######## pipeline_ctrl ########
Figure 1. Track usage over the die (pipeline_ctrl).
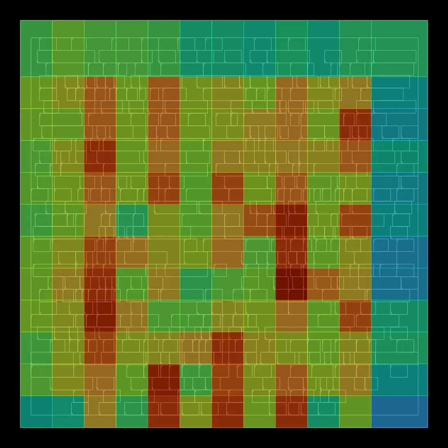
Figure 2. M2 wires (pipeline_ctrl).
Drawn at 3 px/um.
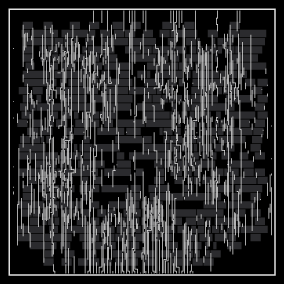
File: config.mk
export PLATFORM = sky130hd
export DESIGN_NAME = pipeline_ctrl
export DESIGN_NICKNAME = d
export VERILOG_FILES = /design/src/rtl/pipeline_ctrl.sv
export SDC_FILE = /design/constraint.sdc
export NUM_CORES = 1
export LEC_CHECK = 0
export ABC_AREA = 0
export CORE_MARGIN = 2
export CORE_UTILIZATION = 52
export CTS_CLUSTER_DIAMETER = 40
export DETAILED_ROUTE_END_ITERATION = 7
export PLACE_DENSITY_LB_ADDON = 0.1
export SYNTH_ARGS = -nofsm -noshare
export SYNTH_HDL_FRONTEND = slang
export SYNTH_SLANG_ARGS = --single-unit
File: constraint.sdc
create_clock -name CLK -period 3.2 [get_ports CLK]
set_input_delay 0.64 -clock CLK [delete_from_list [all_inputs] [get_ports CLK]]
set_output_delay 0.64 -clock CLK [all_outputs]
set_load 0.01 [all_outputs]
File: src/rtl/pipeline_ctrl.sv
// pipeline_ctrl
//   Hazard and stage-control unit for a 5-stage MIPS pipeline. It decides,
//   every cycle, which latches advance, which load a bubble, and whether the
//   PC updates. It also sequences a halt (a drain period, then a sticky halt)
//   and keeps saturating stall and flush statistics.
//
// Parameters
//   DRAIN_CYCLES  cycles spent in DRAIN before HALTED (>=1)
//   CNT_W         width of stall_cnt / flush_cnt
//
// Ports
//   CLK, RST                      clock (rising edge), async active-high reset
//   ihit, dhit                    I-cache / D-cache completion
//   ifid_rs, ifid_rt              source regs of the instruction in IF/ID
//   idex_rt, idex_MemRead         load destination / load flag in ID/EX
//   ex_jump                       jump resolved in EX
//   exmem_MemRead/MemWrite        load / store sitting in EX/MEM
//   exmem_brtaken, exmem_halt     taken branch / HALT in EX/MEM
//   pc_en, *_en                   PC and latch enables
//   *_flush                       load a bubble into the latch on next edge
//   dmem_ren, dmem_wen            D-cache requests
//   halt                          registered, sticky once HALTED is reached
//   stall_cnt, flush_cnt          saturating RUN-state statistics
module pipeline_ctrl #(
    parameter int DRAIN_CYCLES = 1,
    parameter int CNT_W        = 32
) (
    input  logic             CLK,
    input  logic             RST,
    input  logic             ihit,
    input  logic             dhit,
    input  logic [4:0]       ifid_rs,
    input  logic [4:0]       ifid_rt,
    input  logic [4:0]       idex_rt,
    input  logic             idex_MemRead,
    input  logic             ex_jump,
    input  logic             exmem_MemRead,
    input  logic             exmem_MemWrite,
    input  logic             exmem_brtaken,
    input  logic             exmem_halt,
    output logic             pc_en,
    output logic             ifid_en,
    output logic             idex_en,
    output logic             exmem_en,
    output logic             memwb_en,
    output logic             ifid_flush,
    output logic             idex_flush,
    output logic             exmem_flush,
    output logic             dmem_ren,
    output logic             dmem_wen,
    output logic             halt,
    output logic [CNT_W-1:0] stall_cnt,
    output logic [CNT_W-1:0] flush_cnt
);

    localparam int DW = (DRAIN_CYCLES < 2) ? 1 : $clog2(DRAIN_CYCLES);

    typedef enum logic [1:0] {RUN, DRAIN, HALTED} state_t;

    state_t        state, state_n;
    logic [DW-1:0] drain_cnt, drain_n;
    logic          dstall, load_use, any_flush;

    // Memory stage is waiting on the D-cache: nothing may move.
    assign dstall   = (exmem_MemRead | exmem_MemWrite) & ~dhit;
    // $0 is never a real dependency, so a load into $0 never stalls.
    assign load_use = idex_MemRead & (idex_rt != 5'd0) &
                      ((idex_rt == ifid_rs) | (idex_rt == ifid_rt));
    assign any_flush = ifid_flush | idex_flush | exmem_flush;

    always_comb begin
        pc_en       = 1'b0;
        ifid_en     = 1'b0;
        idex_en     = 1'b0;
        exmem_en    = 1'b0;
        memwb_en    = 1'b0;
        ifid_flush  = 1'b0;
        idex_flush  = 1'b0;
        exmem_flush = 1'b0;
        dmem_ren    = 1'b0;
        dmem_wen    = 1'b0;
        state_n     = state;
        drain_n     = drain_cnt;
        // While reset is held every control output stays low.
        if (!RST) begin
            unique case (state)
                RUN: begin
                    dmem_ren = exmem_MemRead;
                    dmem_wen = exmem_MemWrite;
                    if (dstall) begin
                        // freeze: all enables already 0
                    end else if (exmem_halt) begin
                        memwb_en    = 1'b1;
                        ifid_flush  = 1'b1;
                        idex_flush  = 1'b1;
                        exmem_flush = 1'b1;
                        state_n     = DRAIN;
                        drain_n     = '0;
                    end else if (exmem_brtaken) begin
                        // Branch beats load-use: the stalled bubble is flushed anyway.
                        {pc_en, ifid_en, idex_en, exmem_en, memwb_en} = '1;
                        ifid_flush  = 1'b1;
                        idex_flush  = 1'b1;
                        exmem_flush = 1'b1;
                    end else if (ex_jump) begin
                        {pc_en, ifid_en, idex_en, exmem_en, memwb_en} = '1;
                        ifid_flush = 1'b1;
                        idex_flush = 1'b1;
                    end else if (load_use) begin
                        // Hold PC and IF/ID, insert a bubble into ID/EX.
                        idex_en    = 1'b1;
                        exmem_en   = 1'b1;
                        memwb_en   = 1'b1;
                        idex_flush = 1'b1;
                    end else if (!ihit) begin
                        // No new instruction: bubble into IF/ID, older ones drain.
                        ifid_en    = 1'b1;
                        idex_en    = 1'b1;
                        exmem_en   = 1'b1;
                        memwb_en   = 1'b1;
                        ifid_flush = 1'b1;
                    end else begin
                        {pc_en, ifid_en, idex_en, exmem_en, memwb_en} = '1;
                    end
                end
                DRAIN: begin
                    memwb_en    = 1'b1;
                    ifid_flush  = 1'b1;
                    idex_flush  = 1'b1;
                    exmem_flush = 1'b1;
                    if (drain_cnt == DW'(DRAIN_CYCLES - 1)) begin
                        state_n = HALTED;
                        drain_n = '0;
                    end else begin
                        drain_n = drain_cnt + 1'b1;
                    end
                end
                HALTED: begin
                    // everything parked until reset
                end
                default: state_n = RUN;
            endcase
        end
    end

    always_ff @(posedge CLK or posedge RST) begin
        if (RST) begin
            state     <= RUN;
            drain_cnt <= '0;
            halt      <= 1'b0;
            stall_cnt <= '0;
            flush_cnt <= '0;
        end else begin
            state     <= state_n;
            drain_cnt <= drain_n;
            if (state_n == HALTED)
                halt <= 1'b1;
            if (state == RUN) begin
                if (!pc_en && (stall_cnt != '1))
                    stall_cnt <= stall_cnt + 1'b1;
                if (any_flush && (flush_cnt != '1))
                    flush_cnt <= flush_cnt + 1'b1;
            end
        end
    end

endmodule

==> results_dict.tcl <==
# collected from the flow reports
set metrics [dict create \
    ant_nets 0 \
    drc 0 \
    cellLeakagePower_nw 1.95 \
    pin_count 100 \
    max_freq_ghz 0.322 \
    crit_path_max_fanout 4 \
    r2r-end "stall_cnt[1]$_DFFE_PP0P_" \
    clk_pin_slew_ns 0.07 \
    drtIter0Drc 93 \
    p_int_mw 1.73 \
    synth_nets 396 \
    lay_top_count "clkdlybuf4s50_1" \
    ctsResizeCount 4 \
    logic_family "simple AND/OR/NAND/NOR gates" \
    hp-start "halt$_DFFE_PP0N_" \
    cp_slowest_cell "or4_1" \
    cap_violations 0 \
    first_pass_iters 5 \
    reg2reg_from "stall_cnt[0]$_DFFE_PP0P_" \
    p_per_area_mw_per_mm2 531 \
    cts-root-buf "clkbuf_8" \
    rr_worst_depth 7 \
    htree_levels 3 \
    slowest_delay_ns 0.53 \
    clockPowerShare_pct 24.0 \
    nets 507 \
    dp_hpwl_um 6310 \
    final.period_utilization_pct 97.1 \
    crit_path_start "idex_rt[1]" \
    wl_met3_um 473 \
    routed.top_layer "met4" \
    yosysTopAreaCell "dfrtp_1" \
    met2_length_um 4170 \
    clock_sinks 67 \
    die.size.x_um 88.1 \
    status "finished, final reports clean" \
    required_ns 2.56 \
    edf_count 0 \
    n_all_buffers 111 \
    fin_area_sq_mm 0.00498 \
    cts_tree "yes" \
    hold_violations 0 \
    reg_top3 "flush_cnt (32), stall_cnt (32), state (2)" \
    routabilityCongestion 0.814 \
    fin_skew_ns 0.00500 \
    rows 30 \
    final_cells 577 \
    synth-xor-area-share_pct 16.9 \
    p_sw_mw 0.910 \
    yosys-top-cells-area "dfrtp_1 (46%), xnor2_1 (10%), xor2_1 (6.9%)" \
]
## Picture notes: Figure 1
busiest layer in global routing: met2
Final Util: 72.9%
drt wl/cell: 14.8 um
grt met1 use: 30.8%

## Picture notes: Figure 2
nets with wire on the layer	452
share of all routed wire	49%
main direction	vertical

power groups by stage:
stage               logic (mW)  clock network, mW  registers (mW)
global route              1.01              0.690            1.11
floorplan                0.509                  0            1.13
finish                   0.911              0.634            1.10
detailed placement       0.921                  0            1.11
global placement         0.903                  0            1.11
CTS                      0.918              0.651            1.10
worst register-to-register path, delay by kind of cell (launching register included):
| kind | cells | cell delay, ns |
|---|---|---|
| simple gates | 5 | 1.40 |
| flops | 1 | 0.39 |
| mux | 1 | 0.30 |
| fa+ha+maj | 1 | 0.20 |

######## density_gen ########
Figure 3. Cell sizes after repair (density_gen).
Drawn at 4 px/um.
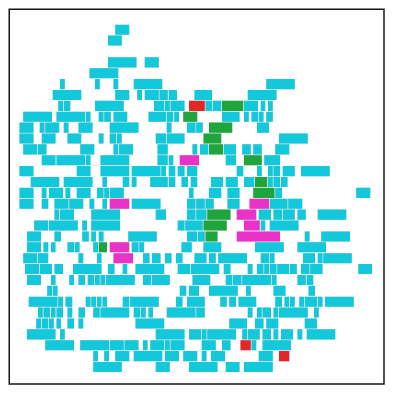
Figure 4. Logic cells by family (density_gen).
Drawn at 4 px/um.
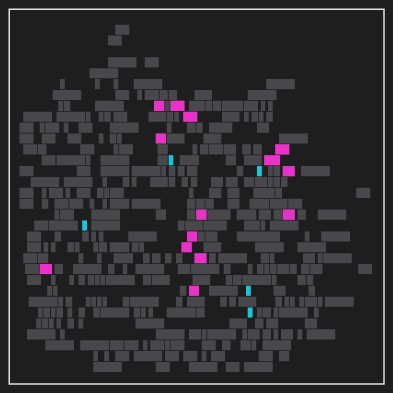
[config.mk]
export PLATFORM = sky130hd
export DESIGN_NAME = density_gen
export DESIGN_NICKNAME = d
export VERILOG_FILES = /design/src/rtl/freq_pkg.sv /design/src/rtl/pdm_step.sv /design/src/rtl/density_gen.sv
export SDC_FILE = /design/constraint.sdc
export NUM_CORES = 1
export LEC_CHECK = 0
export CORE_MARGIN = 2
export CORE_UTILIZATION = 35
export DETAILED_ROUTE_END_ITERATION = 10
export HOLD_SLACK_MARGIN = 0.1
export SYNTH_ARGS = -nofsm -noshare
export SYNTH_HDL_FRONTEND = slang
export SYNTH_SLANG_ARGS = --single-unit
[constraint.sdc]
create_clock -name clk -period 7.8 [get_ports clk]
set_clock_uncertainty 0.1 [all_clocks]
set_input_delay 1.56 -clock clk [delete_from_list [all_inputs] [get_ports clk]]
set_output_delay 1.56 -clock clk [all_outputs]
set_load 0.05 [all_outputs]
[src/rtl/freq_pkg.sv]
// Shared helpers for the frequency-counter path (density source and averager).
// Provides the counter width rule and the target clamp used on handshake accept.
package freq_pkg;

    // Width able to hold the values 0..depth inclusive.
    function automatic int cnt_w(input int depth);
        return $clog2(depth + 1);
    endfunction

    // Requested densities above the window length saturate to all-ones.
    function automatic int unsigned clamp_target(
        input int unsigned t,
        input int unsigned depth
    );
        return (t > depth) ? depth : t;
    endfunction

endpackage

[src/rtl/pdm_step.sv]
// First-order error-accumulator PDM step: adds the active density to the
// accumulator each enabled cycle and emits a one whenever it crosses DEPTH.
// Ports:
//   clk, reset  - clock, synchronous active-high reset
//   step_i      - advance one step this cycle; otherwise hold acc, bit_o <= 0
//   clr_i       - last step of the window: acc restarts at 0 after this step
//   active_i    - ones-per-window governing this step
//   bit_o       - registered output bit
module pdm_step
    import freq_pkg::*;
#(
    parameter int DEPTH = 1000,
    parameter int W     = cnt_w(DEPTH)
) (
    input  logic         clk,
    input  logic         reset,
    input  logic         step_i,
    input  logic         clr_i,
    input  logic [W-1:0] active_i,
    output logic         bit_o
);

    localparam logic [W:0] MOD = (W+1)'(DEPTH);

    logic [W-1:0] acc_q;
    logic [W-1:0] acc_d;
    logic         bit_d;
    logic [W:0]   sum;
    logic [W:0]   diff;

    // acc < DEPTH and active <= DEPTH, so one subtraction keeps acc in range.
    always_comb begin
        sum  = {1'b0, acc_q} + {1'b0, active_i};
        diff = sum - MOD;
        if (sum >= MOD) begin
            bit_d = 1'b1;
            acc_d = diff[W-1:0];
        end else begin
            bit_d = 1'b0;
            acc_d = sum[W-1:0];
        end
    end

    always_ff @(posedge clk) begin
        if (reset) begin
            acc_q <= '0;
            bit_o <= 1'b0;
        end else if (step_i) begin
            bit_o <= bit_d;
            acc_q <= clr_i ? '0 : acc_d;
        end else begin
            bit_o <= 1'b0;
        end
    end

endmodule

[src/rtl/density_gen.sv]
// Bitstream source emitting exactly N ones in every aligned DEPTH-cycle window,
// with the target loaded through valid/ready and applied at window boundaries.
// Ports:
//   clk, reset      - clock, synchronous active-high reset
//   enable_i        - step per cycle when 1; freeze state and force data_o=0 when 0
//   target_i        - requested ones-per-window (clamped to DEPTH on accept)
//   target_valid_i  - target_i valid; target_ready_o - pending slot empty
//   data_o          - generated bitstream (registered)
//   window_start_o  - high while data_o carries step 0 of a window
//   active_o        - target governing the window currently on data_o
module density_gen
    import freq_pkg::*;
#(
    parameter  int DEPTH = 1000,
    localparam int W     = cnt_w(DEPTH)
) (
    input  logic         clk,
    input  logic         reset,
    input  logic         enable_i,
    input  logic [W-1:0] target_i,
    input  logic         target_valid_i,
    output logic         target_ready_o,
    output logic         data_o,
    output logic         window_start_o,
    output logic [W-1:0] active_o
);

    localparam logic [W-1:0] LAST = W'(DEPTH - 1);

    logic [W-1:0] win_cnt_q, win_cnt_d;
    logic [W-1:0] active_q,  active_d;
    logic [W-1:0] pend_q,    pend_d;
    logic         pend_full_q, pend_full_d;
    logic         ws_q,      ws_d;
    logic [W-1:0] act_o_q,   act_o_d;

    logic         last;
    logic         xfer;
    logic [W-1:0] tgt_c;

    assign last  = (win_cnt_q == LAST);
    assign xfer  = target_valid_i & ~pend_full_q;
    assign tgt_c = W'(clamp_target(32'(target_i), DEPTH));

    always_comb begin
        win_cnt_d   = win_cnt_q;
        active_d    = active_q;
        pend_d      = pend_q;
        pend_full_d = pend_full_q;
        ws_d        = 1'b0;
        act_o_d     = act_o_q;
        if (enable_i) begin
            ws_d      = (win_cnt_q == '0);
            // Copy of the value used by this step, so it lines up with data_o.
            act_o_d   = active_q;
            win_cnt_d = last ? '0 : win_cnt_q + 1'b1;
        end
        if (enable_i && last) begin
            if (pend_full_q) begin
                active_d    = pend_q;
                pend_full_d = 1'b0;
            end else if (xfer) begin
                // Empty slot at the boundary: skip the pending register.
                active_d = tgt_c;
            end
        end else if (xfer) begin
            pend_d      = tgt_c;
            pend_full_d = 1'b1;
        end
    end

    always_ff @(posedge clk) begin
        if (reset) begin
            win_cnt_q   <= '0;
            active_q    <= '0;
            pend_q      <= '0;
            pend_full_q <= 1'b0;
            ws_q        <= 1'b0;
            act_o_q     <= '0;
        end else begin
            win_cnt_q   <= win_cnt_d;
            active_q    <= active_d;
            pend_q      <= pend_d;
            pend_full_q <= pend_full_d;
            ws_q        <= ws_d;
            act_o_q     <= act_o_d;
        end
    end

    pdm_step #(
        .DEPTH (DEPTH),
        .W     (W)
    ) u_pdm (
        .clk      (clk),
        .reset    (reset),
        .step_i   (enable_i),
        .clr_i    (last),
        .active_i (active_q),
        .bit_o    (data_o)
    );

    assign target_ready_o = ~pend_full_q;
    assign window_start_o = ws_q;
    assign active_o       = act_o_q;

endmodule

==> results_dict.tcl <==
# collected from the flow reports
set metrics [dict create \
    status "finished, final reports clean" \
    synth_nets 357 \
    grt_antenna_before_repair 0 \
    cts_tree "yes" \
    hold-path-cell-count 2 \
    numPortBuffers 26 \
    grt_pass1_wl_um 9690 \
    compound_area_share_pct 16.0 \
    fin_total_pwr_mw 0.527 \
    arrival_ns 1.89 \
    n_all_buffers 28 \
    synth.avg_cell_area_sq_um 8.49 \
    clock_sinks 53 \
    comb_power_mw 0.0439 \
    reg2reg_from "active_q[0]$_SDFFE_PP0P_" \
    syn_area_sq_mm 0.00279 \
    drv_slew 0 \
    routabilityCongestion 0.818 \
    yosys-top-cells-area "dfxtp_1 (38%), mux2i_1 (7.9%), nor2_1 (7.4%)" \
    finalSetupViolCount 0 \
    clock_latency_ns 0.31 \
    rsz0062_at_grt "false" \
    fill_cells 805 \
    ys_sh_simple_pct 22.5 \
    ff_type "dfxtp_1" \
    coreArea_sq_mm 0.00773 \
    n_antenna_cell 0 \
    dp_hpwl_um 4180 \
    synthMuxAreaShare_pct 7.89 \
    lay_top_count "nor2_1" \
]
About Figure 3:
size	color	cells
x6 and larger	magenta	8
x2	green	12
x3 and x4	red	3
x1 and smaller	cyan	328

About Figure 4:
family	color	cells
inv cells	cyan	5
non-inverting ao/oa cells	magenta	14

-- routing by layer --
metal	share of wire [%]	up-vias	GRT usage, %
met3	3.1	2	2.82
met2	46	33	23.2
met1	50	1069	18.0
li1	-	1193	-
met4	0.21	0	2.21
met5	0	-	0
-- registers in the layout (all words and copies together) (netlist names) --
register / flops
active_o: 10
pend_q: 10
u_pdm.bit_o: 1
window_start_o: 1
u_pdm.acc_q: 10
win_cnt_q: 10
active_q: 10
pend_full_q: 1
-- worst min-delay path, delay by kind of cell (launching register included) --
kind	cells	cell delay [ns]
AOI/OAI and AO/OA	1	0.05
and+or+nand+nor	1	0.05
DFF	1	0.33

######## pipeline_hazard_ctrl ########
Figure 5. M3 wires (pipeline_hazard_ctrl).
Drawn at 4 px/um.
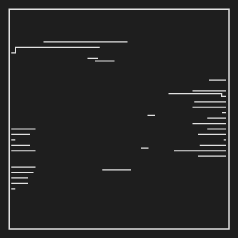
Figure 6. Logic cells by family (pipeline_hazard_ctrl).
Drawn at 8 px/um.
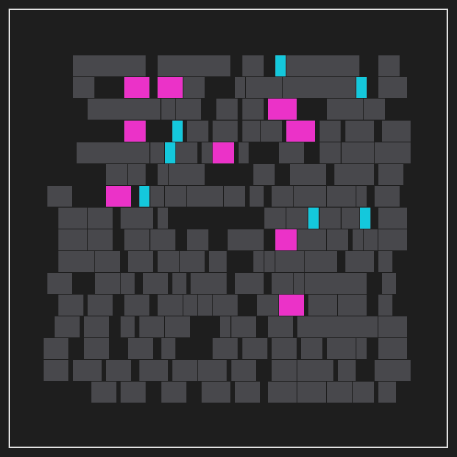
==> src/rtl/pipeline_hazard_ctrl.sv <==
// Stall/flush controller for the five-stage SimpleRisc pipeline (IF, OF, EX, MA, RW).
// Define HAZ_FORWARDING_EN when the datapath forwards, so that only load-use stalls.
module pipeline_hazard_ctrl #(
    parameter int unsigned MULTI_CYCLES = 4
) (
    input  logic       clk,
    input  logic       reset,
    input  logic       of_valid_i,
    input  logic [3:0] of_rs1_i,
    input  logic [3:0] of_rs2_i,
    input  logic       of_uses_rs1_i,
    input  logic       of_uses_rs2_i,
    input  logic       ex_valid_i,
    input  logic       ma_valid_i,
    input  logic       rw_valid_i,
    input  logic [3:0] ex_rd_i,
    input  logic [3:0] ma_rd_i,
    input  logic [3:0] rw_rd_i,
    input  logic       ex_wb_i,
    input  logic       ma_wb_i,
    input  logic       rw_wb_i,
    input  logic       ex_is_ld_i,
    input  logic       ex_is_multi_i,
    input  logic       ex_branch_taken_i,
    input  logic       ex_is_hlt_i,
    output logic       pc_en_o,
    output logic       pc_sel_branch_o,
    output logic       if_of_en_o,
    output logic       of_ex_en_o,
    output logic       ex_ma_en_o,
    output logic       if_of_flush_o,
    output logic       of_ex_bubble_o,
    output logic       ex_ma_bubble_o,
    output logic       halted_o,
    output logic [1:0] state_o
);

    localparam logic [1:0] StRun   = 2'd0;
    localparam logic [1:0] StMulti = 2'd1;
    localparam logic [1:0] StHalt  = 2'd2;

    localparam bit         MultiEn = (MULTI_CYCLES > 1);
    // The RUN cycle that detects the op is the first stall, the zero-count cycle releases it.
    localparam logic [3:0] CntInit = MultiEn ? 4'(MULTI_CYCLES - 2) : 4'd0;

    logic [1:0] state_q, state_d;
    logic [3:0] cnt_q, cnt_d;

    logic ex_match;
    logic data_hazard;

    assign ex_match = of_valid_i & ex_valid_i & ex_wb_i &
                      ((of_uses_rs1_i & (of_rs1_i == ex_rd_i)) |
                       (of_uses_rs2_i & (of_rs2_i == ex_rd_i)));

`ifdef HAZ_FORWARDING_EN
    assign data_hazard = ex_match & ex_is_ld_i;
`else
    logic ma_match;
    logic rw_match;

    assign ma_match = of_valid_i & ma_valid_i & ma_wb_i &
                      ((of_uses_rs1_i & (of_rs1_i == ma_rd_i)) |
                       (of_uses_rs2_i & (of_rs2_i == ma_rd_i)));
    assign rw_match = of_valid_i & rw_valid_i & rw_wb_i &
                      ((of_uses_rs1_i & (of_rs1_i == rw_rd_i)) |
                       (of_uses_rs2_i & (of_rs2_i == rw_rd_i)));
    assign data_hazard = ex_match | ma_match | rw_match;
`endif

    always_comb begin
        state_d         = state_q;
        cnt_d           = cnt_q;
        pc_en_o         = 1'b1;
        pc_sel_branch_o = 1'b0;
        if_of_en_o      = 1'b1;
        of_ex_en_o      = 1'b1;
        ex_ma_en_o      = 1'b1;
        if_of_flush_o   = 1'b0;
        of_ex_bubble_o  = 1'b0;
        ex_ma_bubble_o  = 1'b0;
        halted_o        = 1'b0;

        case (state_q)
            StMulti: begin
                if (cnt_q != 4'd0) begin
                    pc_en_o        = 1'b0;
                    if_of_en_o     = 1'b0;
                    of_ex_en_o     = 1'b0;
                    ex_ma_bubble_o = 1'b1;
                    cnt_d          = cnt_q - 4'd1;
                end else begin
                    state_d = StRun;
                    if (data_hazard) begin
                        pc_en_o        = 1'b0;
                        if_of_en_o     = 1'b0;
                        of_ex_bubble_o = 1'b1;
                    end
                end
            end
            StHalt: begin
                pc_en_o        = 1'b0;
                if_of_en_o     = 1'b0;
                of_ex_bubble_o = 1'b1;
                halted_o       = 1'b1;
            end
            default: begin
                state_d = StRun;
                if (ex_valid_i & ex_branch_taken_i) begin
                    pc_sel_branch_o = 1'b1;
                    if_of_flush_o   = 1'b1;
                    of_ex_bubble_o  = 1'b1;
                end else if (ex_valid_i & ex_is_hlt_i) begin
                    pc_en_o        = 1'b0;
                    if_of_en_o     = 1'b0;
                    of_ex_bubble_o = 1'b1;
                    state_d        = StHalt;
                end else if (ex_valid_i & ex_is_multi_i & MultiEn) begin
                    pc_en_o        = 1'b0;
                    if_of_en_o     = 1'b0;
                    of_ex_en_o     = 1'b0;
                    ex_ma_bubble_o = 1'b1;
                    cnt_d          = CntInit;
                    state_d        = StMulti;
                end else if (data_hazard) begin
                    pc_en_o        = 1'b0;
                    if_of_en_o     = 1'b0;
                    of_ex_bubble_o = 1'b1;
                end
            end
        endcase

        // Freeze the whole pipeline while reset is held.
        if (reset) begin
            pc_en_o         = 1'b0;
            pc_sel_branch_o = 1'b0;
            if_of_en_o      = 1'b0;
            of_ex_en_o      = 1'b0;
            ex_ma_en_o      = 1'b0;
            if_of_flush_o   = 1'b0;
            of_ex_bubble_o  = 1'b0;
            ex_ma_bubble_o  = 1'b0;
            halted_o        = 1'b0;
        end
    end

    always_ff @(posedge clk or posedge reset) begin
        if (reset) begin
            state_q <= StRun;
            cnt_q   <= 4'd0;
        end else begin
            state_q <= state_d;
            cnt_q   <= cnt_d;
        end
    end

    assign state_o = state_q;

endmodule

==> config.mk <==
export PLATFORM = sky130hd
export DESIGN_NAME = pipeline_hazard_ctrl
export DESIGN_NICKNAME = d
export VERILOG_FILES = /design/src/rtl/pipeline_hazard_ctrl.sv
export SDC_FILE = /design/constraint.sdc
export NUM_CORES = 1
export LEC_CHECK = 0
export CORE_MARGIN = 4
export CORE_UTILIZATION = 39
export CTS_CLUSTER_SIZE = 28
export DETAILED_ROUTE_END_ITERATION = 12
export HOLD_SLACK_MARGIN = 0.02
export PLACE_DENSITY_LB_ADDON = 0.15
export SLEW_MARGIN = 20
export SYNTH_ARGS = -nofsm -noshare
export SYNTH_HDL_FRONTEND = slang
export SYNTH_SLANG_ARGS = --single-unit
==> constraint.sdc <==
create_clock -name clk -period 2.65 [get_ports clk]
set_clock_uncertainty 0.1 [all_clocks]
set_input_delay 0.53 -clock clk [delete_from_list [all_inputs] [get_ports clk]]
set_output_delay 0.53 -clock clk [all_outputs]
set_load 0.01 [all_outputs]
==> results_dict.tcl <==
# collected from the flow reports
set metrics [dict create \
    status "finished, final reports clean" \
    routed.top_layer "met4" \
    yosys-top-cells-area "dfrtp_1 (18%), xnor2_1 (17%), xor2_1 (8.3%)" \
    slew_headroom_pct 76.9 \
    cts-root-buf "clkbuf_4" \
    nets 205 \
    arrival_ns 2.02 \
    ys_types 41 \
    grt_antenna_before_repair 0 \
    htree_levels 1 \
    fill_cells 152 \
    die_area_sq_mm 0.00298 \
    avgRoutedWirePerCell_um 13.5 \
    worst_setup_path_start_kind "input port" \
    nonClockInverterCount 7 \
    postSynthSeqShare_pct 17.8 \
    crit_path_max_fanout 2 \
    grt_pass1_vias 1006 \
    grt_pass1_wl_um 4110 \
    crit_path_start "ex_wb_i" \
    p_sw_mw 0.194 \
    crit_family "buffers and inverters" \
    clockPowerShare_pct 14.9 \
    grt_usage_pct 18.9 \
    seq_share_pct 10.0 \
    slowest_delay_ns 0.46 \
    dominant_cells "multi-input combinational cells" \
    cts_hold_buf 0 \
    warnings 29 \
    p_int_mw 0.347 \
    min_period_ns 2.65 \
]
Notes on Figure 5 above:
main direction	horizontal
wire length on this layer	194 um

Notes on Figure 6 above:
family	color	cells
inv cells	cyan	7
non-inverting ao/oa cells	magenta	9

-- through the flow --
step	area (sq um)	power [mW]	hold WS, ns	util, %
final	1500	0.541	0.442	74.7
after global routing	1500	0.585	0.464	74.7
after CTS	1460	0.537	0.432	72.9
after detailed placement	1430	0.464	0.419	71.4
after global placement	1430	0.452	0.392	71.4
after floorplan	846	0.305	0.276	-
-- cell families after synthesis --
group / synth area share [%]
xor+xnor: 24.9
fa+ha+maj: 4.44
flops: 17.8
simple gates: 26.5
mux: 2.51
buf+inv: 6.21
compound gates: 17.8
-- state kept, by name, indices dropped and copies added, names as in the netlist --
signal,cells
state_o,2
cnt_q,4

######## demultiplexer_1to4_buffered ########
Figure 7. M2 wires (demultiplexer_1to4_buffered).
Drawn at 2 px/um.
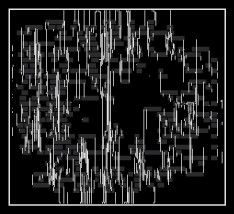
Figure 8. M3 wires (demultiplexer_1to4_buffered).
Drawn at 2 px/um.
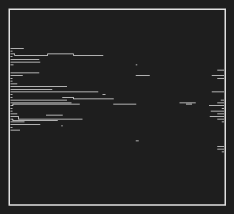
===== src/rtl/demultiplexer_1to4_buffered.sv =====
// ---------------------------------------------------------------------------
// demultiplexer_1to4_buffered
//
// Routes one valid/ready input stream to one of four output channels. Each
// output channel has a one-entry skid-free register holding a data word, a
// valid flag and a counter of completed output transfers.
//
// Parameters
//   WIDTH      data width of the input and of each output channel
//   CNT_WIDTH  width of each per-channel transfer counter (wraps)
//
// Ports
//   clk        rising-edge clock
//   rst        asynchronous, active-high reset
//   in_data    word to be routed
//   in_select  destination channel 0..3 (sampled only when in_valid=1)
//   in_valid   in_data/in_select are valid
//   in_ready   selected channel can take a word this cycle (combinational)
//   out_data   channel k data on [k*WIDTH +: WIDTH]
//   out_valid  channel k valid on bit k
//   out_ready  channel k downstream ready on bit k
//   out_count  channel k transfer count on [k*CNT_WIDTH +: CNT_WIDTH]
// ---------------------------------------------------------------------------
module demultiplexer_1to4_buffered #(
  parameter int WIDTH     = 8,
  parameter int CNT_WIDTH = 8
) (
  input  logic                   clk,
  input  logic                   rst,
  input  logic [WIDTH-1:0]       in_data,
  input  logic [1:0]             in_select,
  input  logic                   in_valid,
  output logic                   in_ready,
  output logic [4*WIDTH-1:0]     out_data,
  output logic [3:0]             out_valid,
  input  logic [3:0]             out_ready,
  output logic [4*CNT_WIDTH-1:0] out_count
);

  localparam int NUM_CH = 4;

  logic [NUM_CH-1:0][WIDTH-1:0]     data_q,  data_d;
  logic [NUM_CH-1:0]                valid_q, valid_d;
  logic [NUM_CH-1:0][CNT_WIDTH-1:0] cnt_q,   cnt_d;

  logic              in_fire;
  logic [NUM_CH-1:0] out_fire;

  always_comb begin
    // NOTE: every variable written here gets a default first, so no path
    // leaves one unassigned and no latch is inferred.
    data_d  = data_q;
    valid_d = valid_q;
    cnt_d   = cnt_q;

    // A full channel can still accept when it drains in the same cycle, so
    // a streaming channel never inserts a bubble. in_valid is deliberately
    // not part of this term.
    in_ready = !valid_q[in_select] || out_ready[in_select];
    in_fire  = in_valid && in_ready;
    out_fire = valid_q & out_ready;

    for (int k = 0; k < NUM_CH; k++) begin
      if (out_fire[k]) begin
        valid_d[k] = 1'b0;
        cnt_d[k]   = cnt_q[k] + 1'b1;
      end
    end

    // Applied after the drain so a same-cycle refill keeps the channel valid.
    if (in_fire) begin
      data_d[in_select]  = in_data;
      valid_d[in_select] = 1'b1;
    end
  end

  // NOTE: the data registers are reset too, because out_data must read zero
  // while rst is high; storage that is only qualified by valid would not need it.
  always_ff @(posedge clk or posedge rst) begin
    if (rst) begin
      data_q  <= '0;
      valid_q <= '0;
      cnt_q   <= '0;
    end else begin
      // NOTE: non-blocking assignments so every register samples the values
      // from before this edge, independent of statement order.
      data_q  <= data_d;
      valid_q <= valid_d;
      cnt_q   <= cnt_d;
    end
  end

  // Packed [ch][bit] arrays flatten with channel k at [k*W +: W].
  assign out_data  = data_q;
  assign out_valid = valid_q;
  assign out_count = cnt_q;

endmodule

===== config.mk =====
export PLATFORM = sky130hd
export DESIGN_NAME = demultiplexer_1to4_buffered
export DESIGN_NICKNAME = d
export VERILOG_FILES = /design/src/rtl/demultiplexer_1to4_buffered.sv
export SDC_FILE = /design/constraint.sdc
export NUM_CORES = 1
export LEC_CHECK = 0
export CORE_ASPECT_RATIO = 0.9
export CORE_MARGIN = 3
export CORE_UTILIZATION = 30
export CTS_CLUSTER_DIAMETER = 120
export DETAILED_ROUTE_END_ITERATION = 8
export HOLD_SLACK_MARGIN = 0.1
export SLEW_MARGIN = 10
export SYNTH_ARGS = -nofsm -noshare
export SYNTH_HDL_FRONTEND = slang
export SYNTH_SLANG_ARGS = --single-unit
export TNS_END_PERCENT = 20

===== constraint.sdc =====
create_clock -name clk -period 2.7 [get_ports clk]
set_input_delay 0.675 -clock clk [delete_from_list [all_inputs] [get_ports clk]]
set_output_delay 0.675 -clock clk [all_outputs]
set_load 0.03 [all_outputs]

==> results_dict.tcl <==
# collected from the flow reports
set metrics [dict create \
    status "finished, final reports clean" \
    required_ns 2.03 \
    drt-total-wl_um 6180 \
    synth-seq-cells 68 \
    buffer_area_share_pct 23.4 \
    cts-root-buf "clkbuf_8" \
    compound_area_share_pct 0.181 \
    synth-xor-area-share_pct 8.86 \
    ys_area_sq_mm 0.00277 \
    fin_skew_ns 0.00747 \
    ff2ff_setup_slack_ns 1.17 \
    via_count 1929 \
    slowest_delay_ns 0.46 \
    cts_buffer_depth 2 \
    crit_cells 4 \
    power_frac_comb_pct 36.5 \
    lay_top_count "clkdlybuf4s50_1" \
    ctsResizeCount 6 \
    wl_met3_um 509 \
    pwr-share-seq_pct 40.0 \
    met2_length_um 2850 \
    syn_to_final_growth_pct 47.4 \
    cp_slowest_cell "mux4_2" \
    timing.hold.ws_ns 0.467 \
    dp_hpwl_um 4370 \
    initCoreUtil_pct 31.5 \
    numCtsBuffers 9 \
    post_cts_buffers 0 \
    yosysWarnings 0 \
    clk_pin_slew_ns 0.07 \
    grt_antenna_before_repair 0 \
    grtUsageMet3_pct 6.31 \
    synth_nets 219 \
    grt_max_degree 69 \
]
About Figure 7:
main direction	vertical
nets with wire on the layer	308

About Figure 8:
longest straight run	43.5 um
nets with wire on the layer	48

-- synth_stat cells --
cell type   n  share of area (%)
buf_4       1               0.27
xor2_1      4                1.3
nand3b_2    1               0.41
dfrtp_1    68                 62
nand2b_1    4               0.90
nand3_1     7                1.3
mux2_2     36                 15
and4_1      4                1.3
nor2_1      2               0.27
inv_1       1               0.14
xnor2_1    24                7.6
nand4_1     8                1.8
nor3_1      2               0.36
buf_2       1               0.18
o21ai_0     1               0.18
nor2b_1     2               0.45
and3_1      7                1.6
mux4_2      1               0.81
ha_1        4                1.8
nor3b_4     1               0.68
nand2_1    19                2.6


## Gallery

Cell sizes after repair.
Plate I
Drawn at 8 px/um.
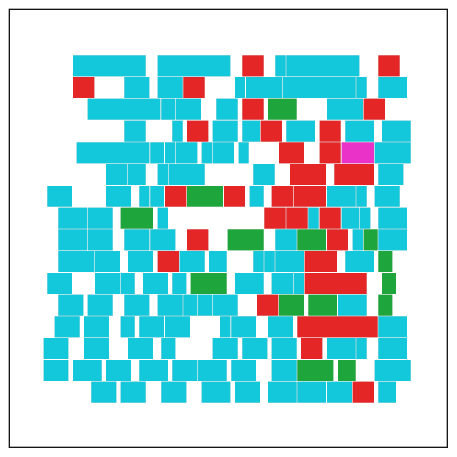
Plate II
Drawn at 6 px/um.
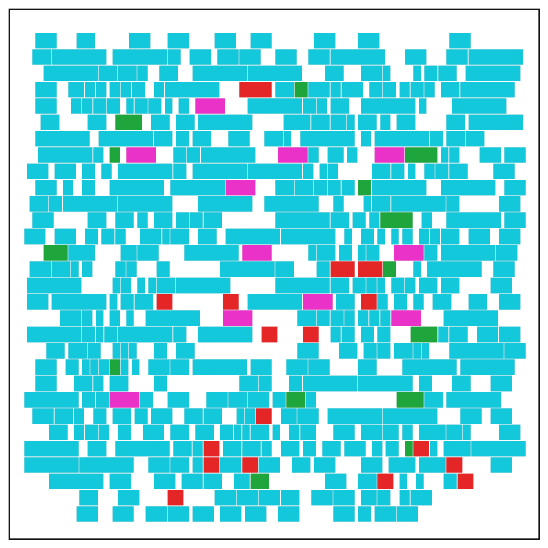
Plate III
Drawn at 4 px/um.
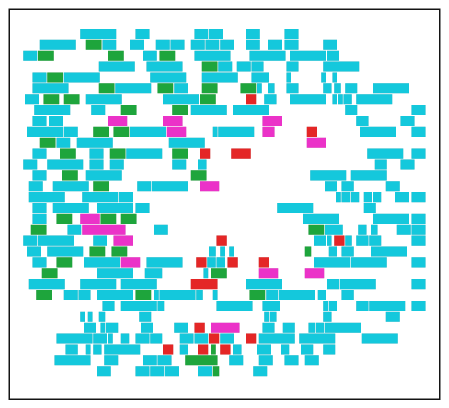
- smallest die: Plate I
- largest die: Plate III
- pipeline_hazard_ctrl = Plate I
- pipeline_ctrl = Plate II
- demultiplexer_1to4_buffered = Plate III

No activity file was given, so power comes from the tool's default toggle rates.
